######## block 1 ########
Figure 1. Layout detail (block 1).
Window x 76 to 101, y 17 to 42 um. Cells in grey, sequential cells in the stronger grey; small squares are vias.
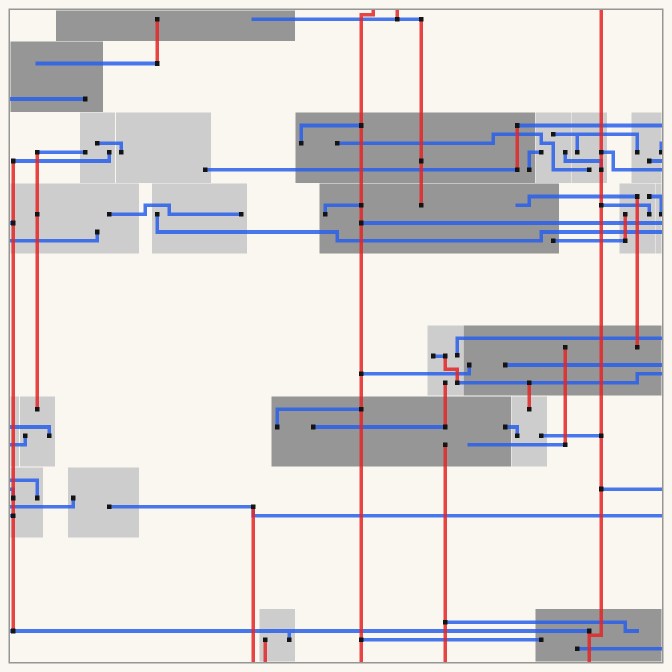

File: config.mk
export PLATFORM = sky130hd
export DESIGN_NAME = mem_arbiter
export DESIGN_NICKNAME = d
export VERILOG_FILES = /design/src/rtl/mem_arbiter.sv
export SDC_FILE = /design/constraint.sdc
export NUM_CORES = 1
export LEC_CHECK = 0
export ABC_AREA = 1
export CAP_MARGIN = 20
export CELL_PAD_IN_SITES_DETAIL_PLACEMENT = 0
export CELL_PAD_IN_SITES_GLOBAL_PLACEMENT = 2
export CORE_MARGIN = 2
export CORE_UTILIZATION = 21
export CTS_BUF_LIST = sky130_fd_sc_hd__clkbuf_4 sky130_fd_sc_hd__clkbuf_8
export DETAILED_ROUTE_END_ITERATION = 8
export HOLD_SLACK_MARGIN = 0.15
export PLACE_DENSITY_LB_ADDON = 0.1
export SYNTH_ARGS = -nofsm -noshare
export SYNTH_HDL_FRONTEND = slang
export SYNTH_SLANG_ARGS = --single-unit
File: constraint.sdc
create_clock -name clk_i -period 2.75 [get_ports clk_i]
set_input_delay 0.275 -clock clk_i [delete_from_list [all_inputs] [get_ports clk_i]]
set_output_delay 0.275 -clock clk_i [all_outputs]
set_load 0.01 [all_outputs]
File: src/rtl/mem_arbiter.sv
// Three-way arbiter for a single-port synchronous-read memory. Fixed priority
// ld > dt > if, with an override that lets a starved fetch win after MAX_WAIT losses.
module mem_arbiter #(
    parameter int AW       = 9,
    parameter int DW       = 16,
    parameter int MAX_WAIT = 4
) (
    input  logic          clk_i,
    input  logic          rst_ni,
    input  logic          ld_req_i,
    input  logic          ld_we_i,
    input  logic [AW-1:0] ld_addr_i,
    input  logic [DW-1:0] ld_wdata_i,
    input  logic          dt_req_i,
    input  logic          dt_we_i,
    input  logic [AW-1:0] dt_addr_i,
    input  logic [DW-1:0] dt_wdata_i,
    input  logic          if_req_i,
    input  logic          if_we_i,
    input  logic [AW-1:0] if_addr_i,
    input  logic [DW-1:0] if_wdata_i,
    output logic          ld_ack_o,
    output logic          dt_ack_o,
    output logic          if_ack_o,
    output logic [DW-1:0] rdata_o,
    output logic          mem_en_o,
    output logic          mem_we_o,
    output logic [AW-1:0] mem_addr_o,
    output logic [DW-1:0] mem_wdata_o,
    input  logic [DW-1:0] mem_rdata_i,
    output logic [1:0]    grant_id_o,
    output logic          busy_o
);

    typedef enum logic [1:0] {IDLE, ACCESS, RESP} state_e;

    localparam logic [1:0] GNT_LD   = 2'd0;
    localparam logic [1:0] GNT_DT   = 2'd1;
    localparam logic [1:0] GNT_IF   = 2'd2;
    localparam logic [1:0] GNT_NONE = 2'd3;
    localparam logic [3:0] MAX_CNT  = 4'(MAX_WAIT);

    state_e        state_q, state_d;
    logic [1:0]    grant_q, grant_d;
    logic          memWe_q, memWe_d;
    logic [AW-1:0] memAddr_q, memAddr_d;
    logic [DW-1:0] memWdata_q, memWdata_d;
    logic [DW-1:0] rdata_q, rdata_d;
    logic [3:0]    ifCnt_q, ifCnt_d;

    logic          ldReq, dtReq, ifReq;
    logic [1:0]    winner;

    always_ff @(posedge clk_i or negedge rst_ni) begin
        if (!rst_ni) begin
            state_q    <= IDLE;
            grant_q    <= GNT_NONE;
            memWe_q    <= 1'b0;
            memAddr_q  <= '0;
            memWdata_q <= '0;
            rdata_q    <= '0;
            ifCnt_q    <= 4'd0;
        end else begin
            state_q    <= state_d;
            grant_q    <= grant_d;
            memWe_q    <= memWe_d;
            memAddr_q  <= memAddr_d;
            memWdata_q <= memWdata_d;
            rdata_q    <= rdata_d;
            ifCnt_q    <= ifCnt_d;
        end
    end

    // The owner still holds req during its ack cycle, so it is masked out of the RESP arbitration.
    always_comb begin
        ldReq = ld_req_i && !(state_q == RESP && grant_q == GNT_LD);
        dtReq = dt_req_i && !(state_q == RESP && grant_q == GNT_DT);
        ifReq = if_req_i && !(state_q == RESP && grant_q == GNT_IF);

        if (ifReq && ifCnt_q == MAX_CNT) winner = GNT_IF;
        else if (ldReq)                  winner = GNT_LD;
        else if (dtReq)                  winner = GNT_DT;
        else if (ifReq)                  winner = GNT_IF;
        else                             winner = GNT_NONE;
    end

    always_comb begin
        state_d    = state_q;
        grant_d    = grant_q;
        memWe_d    = memWe_q;
        memAddr_d  = memAddr_q;
        memWdata_d = memWdata_q;
        rdata_d    = rdata_q;
        ifCnt_d    = ifCnt_q;

        case (state_q)
            IDLE, RESP: begin
                if (state_q == RESP) rdata_d = mem_rdata_i;

                if (!ifReq || winner == GNT_IF) ifCnt_d = 4'd0;
                else if (ifCnt_q < MAX_CNT)     ifCnt_d = ifCnt_q + 4'd1;

                grant_d = winner;
                case (winner)
                    GNT_LD: begin
                        state_d    = ACCESS;
                        memWe_d    = ld_we_i;
                        memAddr_d  = ld_addr_i;
                        memWdata_d = ld_wdata_i;
                    end
                    GNT_DT: begin
                        state_d    = ACCESS;
                        memWe_d    = dt_we_i;
                        memAddr_d  = dt_addr_i;
                        memWdata_d = dt_wdata_i;
                    end
                    GNT_IF: begin
                        state_d    = ACCESS;
                        memWe_d    = if_we_i;
                        memAddr_d  = if_addr_i;
                        memWdata_d = if_wdata_i;
                    end
                    default: state_d = IDLE;
                endcase
            end
            ACCESS:  state_d = RESP;
            default: state_d = IDLE;
        endcase
    end

    assign mem_en_o    = (state_q == ACCESS);
    assign mem_we_o    = memWe_q;
    assign mem_addr_o  = memAddr_q;
    assign mem_wdata_o = memWdata_q;
    assign grant_id_o  = grant_q;
    assign busy_o      = (state_q != IDLE);
    assign ld_ack_o    = (state_q == RESP) && (grant_q == GNT_LD);
    assign dt_ack_o    = (state_q == RESP) && (grant_q == GNT_DT);
    assign if_ack_o    = (state_q == RESP) && (grant_q == GNT_IF);
    // Read data passes straight through in the ack cycle and is held afterwards.
    assign rdata_o     = (state_q == RESP) ? mem_rdata_i : rdata_q;

endmodule
######## block 2 ########
`config.mk`:
```
export PLATFORM = sky130hd
export DESIGN_NAME = sevenseg_decoder
export DESIGN_NICKNAME = d
export VERILOG_FILES = /design/src/rtl/sevenseg_decoder.sv
export SDC_FILE = /design/constraint.sdc
export NUM_CORES = 1
export LEC_CHECK = 0
export ABC_AREA = 1
export CORE_MARGIN = 3
export CORE_UTILIZATION = 36
export CTS_BUF_LIST = sky130_fd_sc_hd__clkbuf_4 sky130_fd_sc_hd__clkbuf_8
export DETAILED_ROUTE_END_ITERATION = 7
export HOLD_SLACK_MARGIN = 0.12
export PLACE_DENSITY = 0.63
export SLEW_MARGIN = 25
export SYNTH_ARGS = -nofsm -noshare
export SYNTH_HDL_FRONTEND = slang
export SYNTH_SLANG_ARGS = --single-unit
```
`constraint.sdc`:
```
create_clock -name clk -period 2 [get_ports clk]
set_input_delay 0.4 -clock clk [delete_from_list [all_inputs] [get_ports clk]]
set_output_delay 0.4 -clock clk [all_outputs]
set_load 0.005 [all_outputs]
```
`src/rtl/sevenseg_decoder.sv`:
```
// Display-side monitor for the 3-bit segment encoder: synchronises the segment bus,
// waits for a stable pattern, then decodes it into a digit or flags it as blank/illegal.
module sevenseg_decoder #(
    parameter int STABLE_CYCLES = 4,
    parameter int ERR_CNT_W     = 8
) (
    input  logic                 clk,
    input  logic                 rst_n,
    input  logic                 a,
    input  logic                 b,
    input  logic                 c,
    input  logic                 d,
    input  logic                 e,
    input  logic                 f,
    input  logic                 g,
    output logic [2:0]           digit,
    output logic                 digit_valid,
    output logic                 new_digit,
    output logic                 blank,
    output logic                 bad_pattern,
    output logic [ERR_CNT_W-1:0] err_count
);

    localparam int CNT_W = $clog2(STABLE_CYCLES + 1);
    localparam logic [CNT_W-1:0] CNT_MAX = CNT_W'(STABLE_CYCLES);

    typedef enum logic [1:0] {
        ST_BLANK,
        ST_VALID,
        ST_BAD
    } state_t;

    state_t               state, state_next;
    logic [6:0]           seg_bus;
    logic [6:0]           sync1;
    logic [6:0]           cand;
    logic [CNT_W-1:0]     stab_cnt, stab_cnt_next;
    logic                 accept;
    logic                 legal;
    logic                 is_zero;
    logic [2:0]           decoded;
    logic [2:0]           digit_next;
    logic                 new_digit_next;
    logic [ERR_CNT_W-1:0] err_count_next;

    assign seg_bus = {a, b, c, d, e, f, g};

    always_ff @(posedge clk or negedge rst_n) begin
        if (!rst_n) begin
            sync1    <= '0;
            cand     <= '0;
            stab_cnt <= '0;
        end else begin
            sync1    <= seg_bus;
            cand     <= sync1;
            stab_cnt <= stab_cnt_next;
        end
    end

    // sync1 is the candidate arriving on this edge, so comparing it with cand tells
    // whether the new candidate matches the one it replaces.
    always_comb begin
        stab_cnt_next = stab_cnt;
        if (sync1 != cand) begin
            stab_cnt_next = '0;
        end else if (stab_cnt != CNT_MAX) begin
            stab_cnt_next = stab_cnt + 1'b1;
        end
        accept = (stab_cnt_next == CNT_MAX) && (stab_cnt != CNT_MAX);
    end

    always_comb begin
        legal   = 1'b1;
        decoded = 3'd0;
        is_zero = (cand == 7'h00);
        case (cand)
            7'h7E:   decoded = 3'd0;
            7'h30:   decoded = 3'd1;
            7'h6D:   decoded = 3'd2;
            7'h79:   decoded = 3'd3;
            7'h33:   decoded = 3'd4;
            7'h5B:   decoded = 3'd5;
            7'h5F:   decoded = 3'd6;
            7'h70:   decoded = 3'd7;
            default: legal   = 1'b0;
        endcase
    end

    always_ff @(posedge clk or negedge rst_n) begin
        if (!rst_n) begin
            state     <= ST_BLANK;
            digit     <= 3'd0;
            new_digit <= 1'b0;
            err_count <= '0;
        end else begin
            state     <= state_next;
            digit     <= digit_next;
            new_digit <= new_digit_next;
            err_count <= err_count_next;
        end
    end

    // Only an accept event moves the FSM; between accepts every output holds.
    always_comb begin
        state_next     = state;
        digit_next     = digit;
        new_digit_next = 1'b0;
        err_count_next = err_count;
        if (accept) begin
            if (is_zero) begin
                state_next = ST_BLANK;
            end else if (legal) begin
                state_next     = ST_VALID;
                digit_next     = decoded;
                new_digit_next = (state != ST_VALID) || (digit != decoded);
            end else begin
                state_next = ST_BAD;
                if (err_count != {ERR_CNT_W{1'b1}}) begin
                    err_count_next = err_count + 1'b1;
                end
            end
        end
    end

    assign digit_valid = (state == ST_VALID);
    assign blank       = (state == ST_BLANK);
    assign bad_pattern = (state == ST_BAD);

endmodule

```
Figure 2. Sequential cells grouped by signal name (block 2).
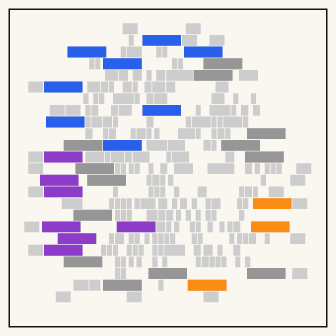
legend:
  `digit`:
    colour: orange
    placed_flops: 3
  `sync1`:
    colour: purple
    placed_flops: 7
  `err_count`:
    colour: blue
    placed_flops: 8
not coloured: 13

==> Changelog: implementation, block 2 <==
### Implementation results

- Crit path max fanout: 6
- WL met1: 1420 um
- Final setup margin: 0.227 ns
- Final Setup Violations: 0
- Met1 usage: 15.8%
- Max power group: sequential cells
- Max Clock Skew: 0.00942 ns
- Fmax: approximately 0.56 GHz
- IO Count: 24
- Hold Crit Endpoint: cand[2]$_DFF_PN0_
- Top area cell types: dfrtp_1 (47%), nand2_1 (14%), inv_1 (6.8%)
- Bufs on Longest Clock Path: 2
- RSZ-0062 raised after global routing: no
- Via count of the first global-routing pass: 1284
- Synth logic family: simple AND/OR/NAND/NOR gates
- Crit. path cell count: 10
- Ys cells: around 210
- H-tree depth: 2
- HP Class: reg -> reg
- FP Core Util: 37.7%
- Via count: between 1000 and 1500
- Worst EP required: roughly 2.2 ns
- Fin Hold WS: 0.404 ns
- Comb gates: around 140
- Status: complete, no violations
- DR top layer: met4
- Number of non-clock buffers: 24
Figure 3. Track usage over the die (block 1).
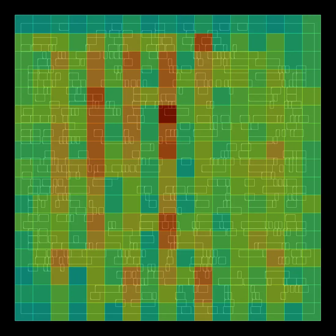
met1 usage: 16.1%
gr usage total: 12.9%

Figure 4. Sequential cells grouped by signal name (block 1).
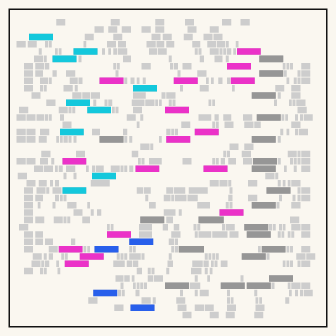
legend:
  `mem_wdata_o`:
    colour: magenta
    placed_flops: 16
  `ifCnt_q`:
    colour: blue
    placed_flops: 4
  `mem_addr_o`:
    colour: cyan
    placed_flops: 9
sequential share of cell area: 27.7%
Flop area: 0.00125 mm^2
P_seq: 1.29 mW
final core utilization: 36.0%

## Picture notes: Figure 1
legend:
  metal 1:
    colour: blue
  metal 2:
    colour: red
cells with their middle in the window: 19
sequential cells in the window: 5
most frequent: nand2_1 (8), dfrtp_1 (5)
netlist names of flops here include: `rdata_q` (5)

==> Changelog: implementation, block 1 <==
### Implementation results

- Count of tool warnings: 29
- Dominant cell area share: 44.4%
- Number of fill cells: between 1000 and 1500
- Final Cell Area: 0.00453 mm^2
- Crit path max fanout: 19
- Post-synth seq share: 46.4%
- Number of enable flip-flop cells: 0
- Clock Pin Slew Worst Setup and Hold Paths: 0.09 ns
- # Post-CTS Setup Buffers: 0
- Syn Area/Cell: 7.66 um^2
- Post-Place Cells: 665
- Ys cells: 353
- Final Non-Filler Cells: 674
- Nets: 605
- Top post-synthesis cells by count: nand2_1 (138), nor2_1 (57), dfrtp_1 (48)
- Worst VDD drop: roughly 0.00036 V
- Crit-path cells: inv_4, nand2_4, o21ai_4, nand2_1, nand2_2, inv_1, ha_1, buf_12, a22o_1, a21oi_1, nor2_1
- Worst setup path endpoint: mem_addr_o[1]$_DFFE_PN0P_
- Die H: 117 um
- Post-CTS Resized: 0
- Max Clock Skew: 0.0127 ns
- Cell row count: 41
- Final TNS setup: 0 ns
- Most instantiated logic cells after routing: clkdlybuf4s50_1 (146), nand2_1 (138), nor2_1 (57), dfrtp_1 (48), a21oi_1 (27)
- Slew @ Worst Pin: roughly 0.7 ns
- Status: complete, no violations
- Met3 usage: 5.16%
- PortBufs: about 150


==> layout pictures side by side <==
Power grid.
Bar = 20 um. Pins as bars on the die edge. Tap cells in grey.
Plate I
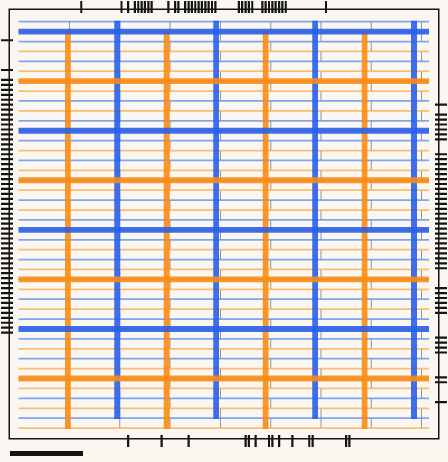
Plate II
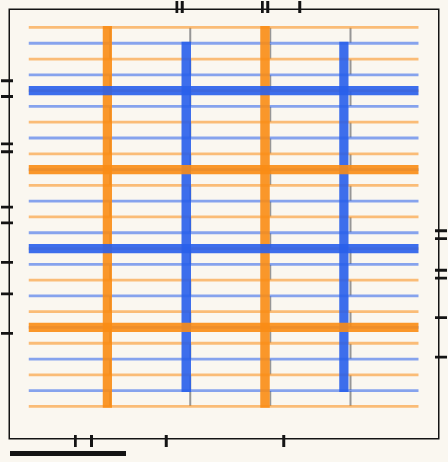
block 1: Plate I
block 2: Plate II
Of these, most pins: Plate I

Key to Plate I:
legend:
  VDD:
    colour: blue
  VSS:
    colour: orange
met4 straps: 8
met5 straps: 8

Power figures rest on the tool's default switching activity, not on a simulated workload.
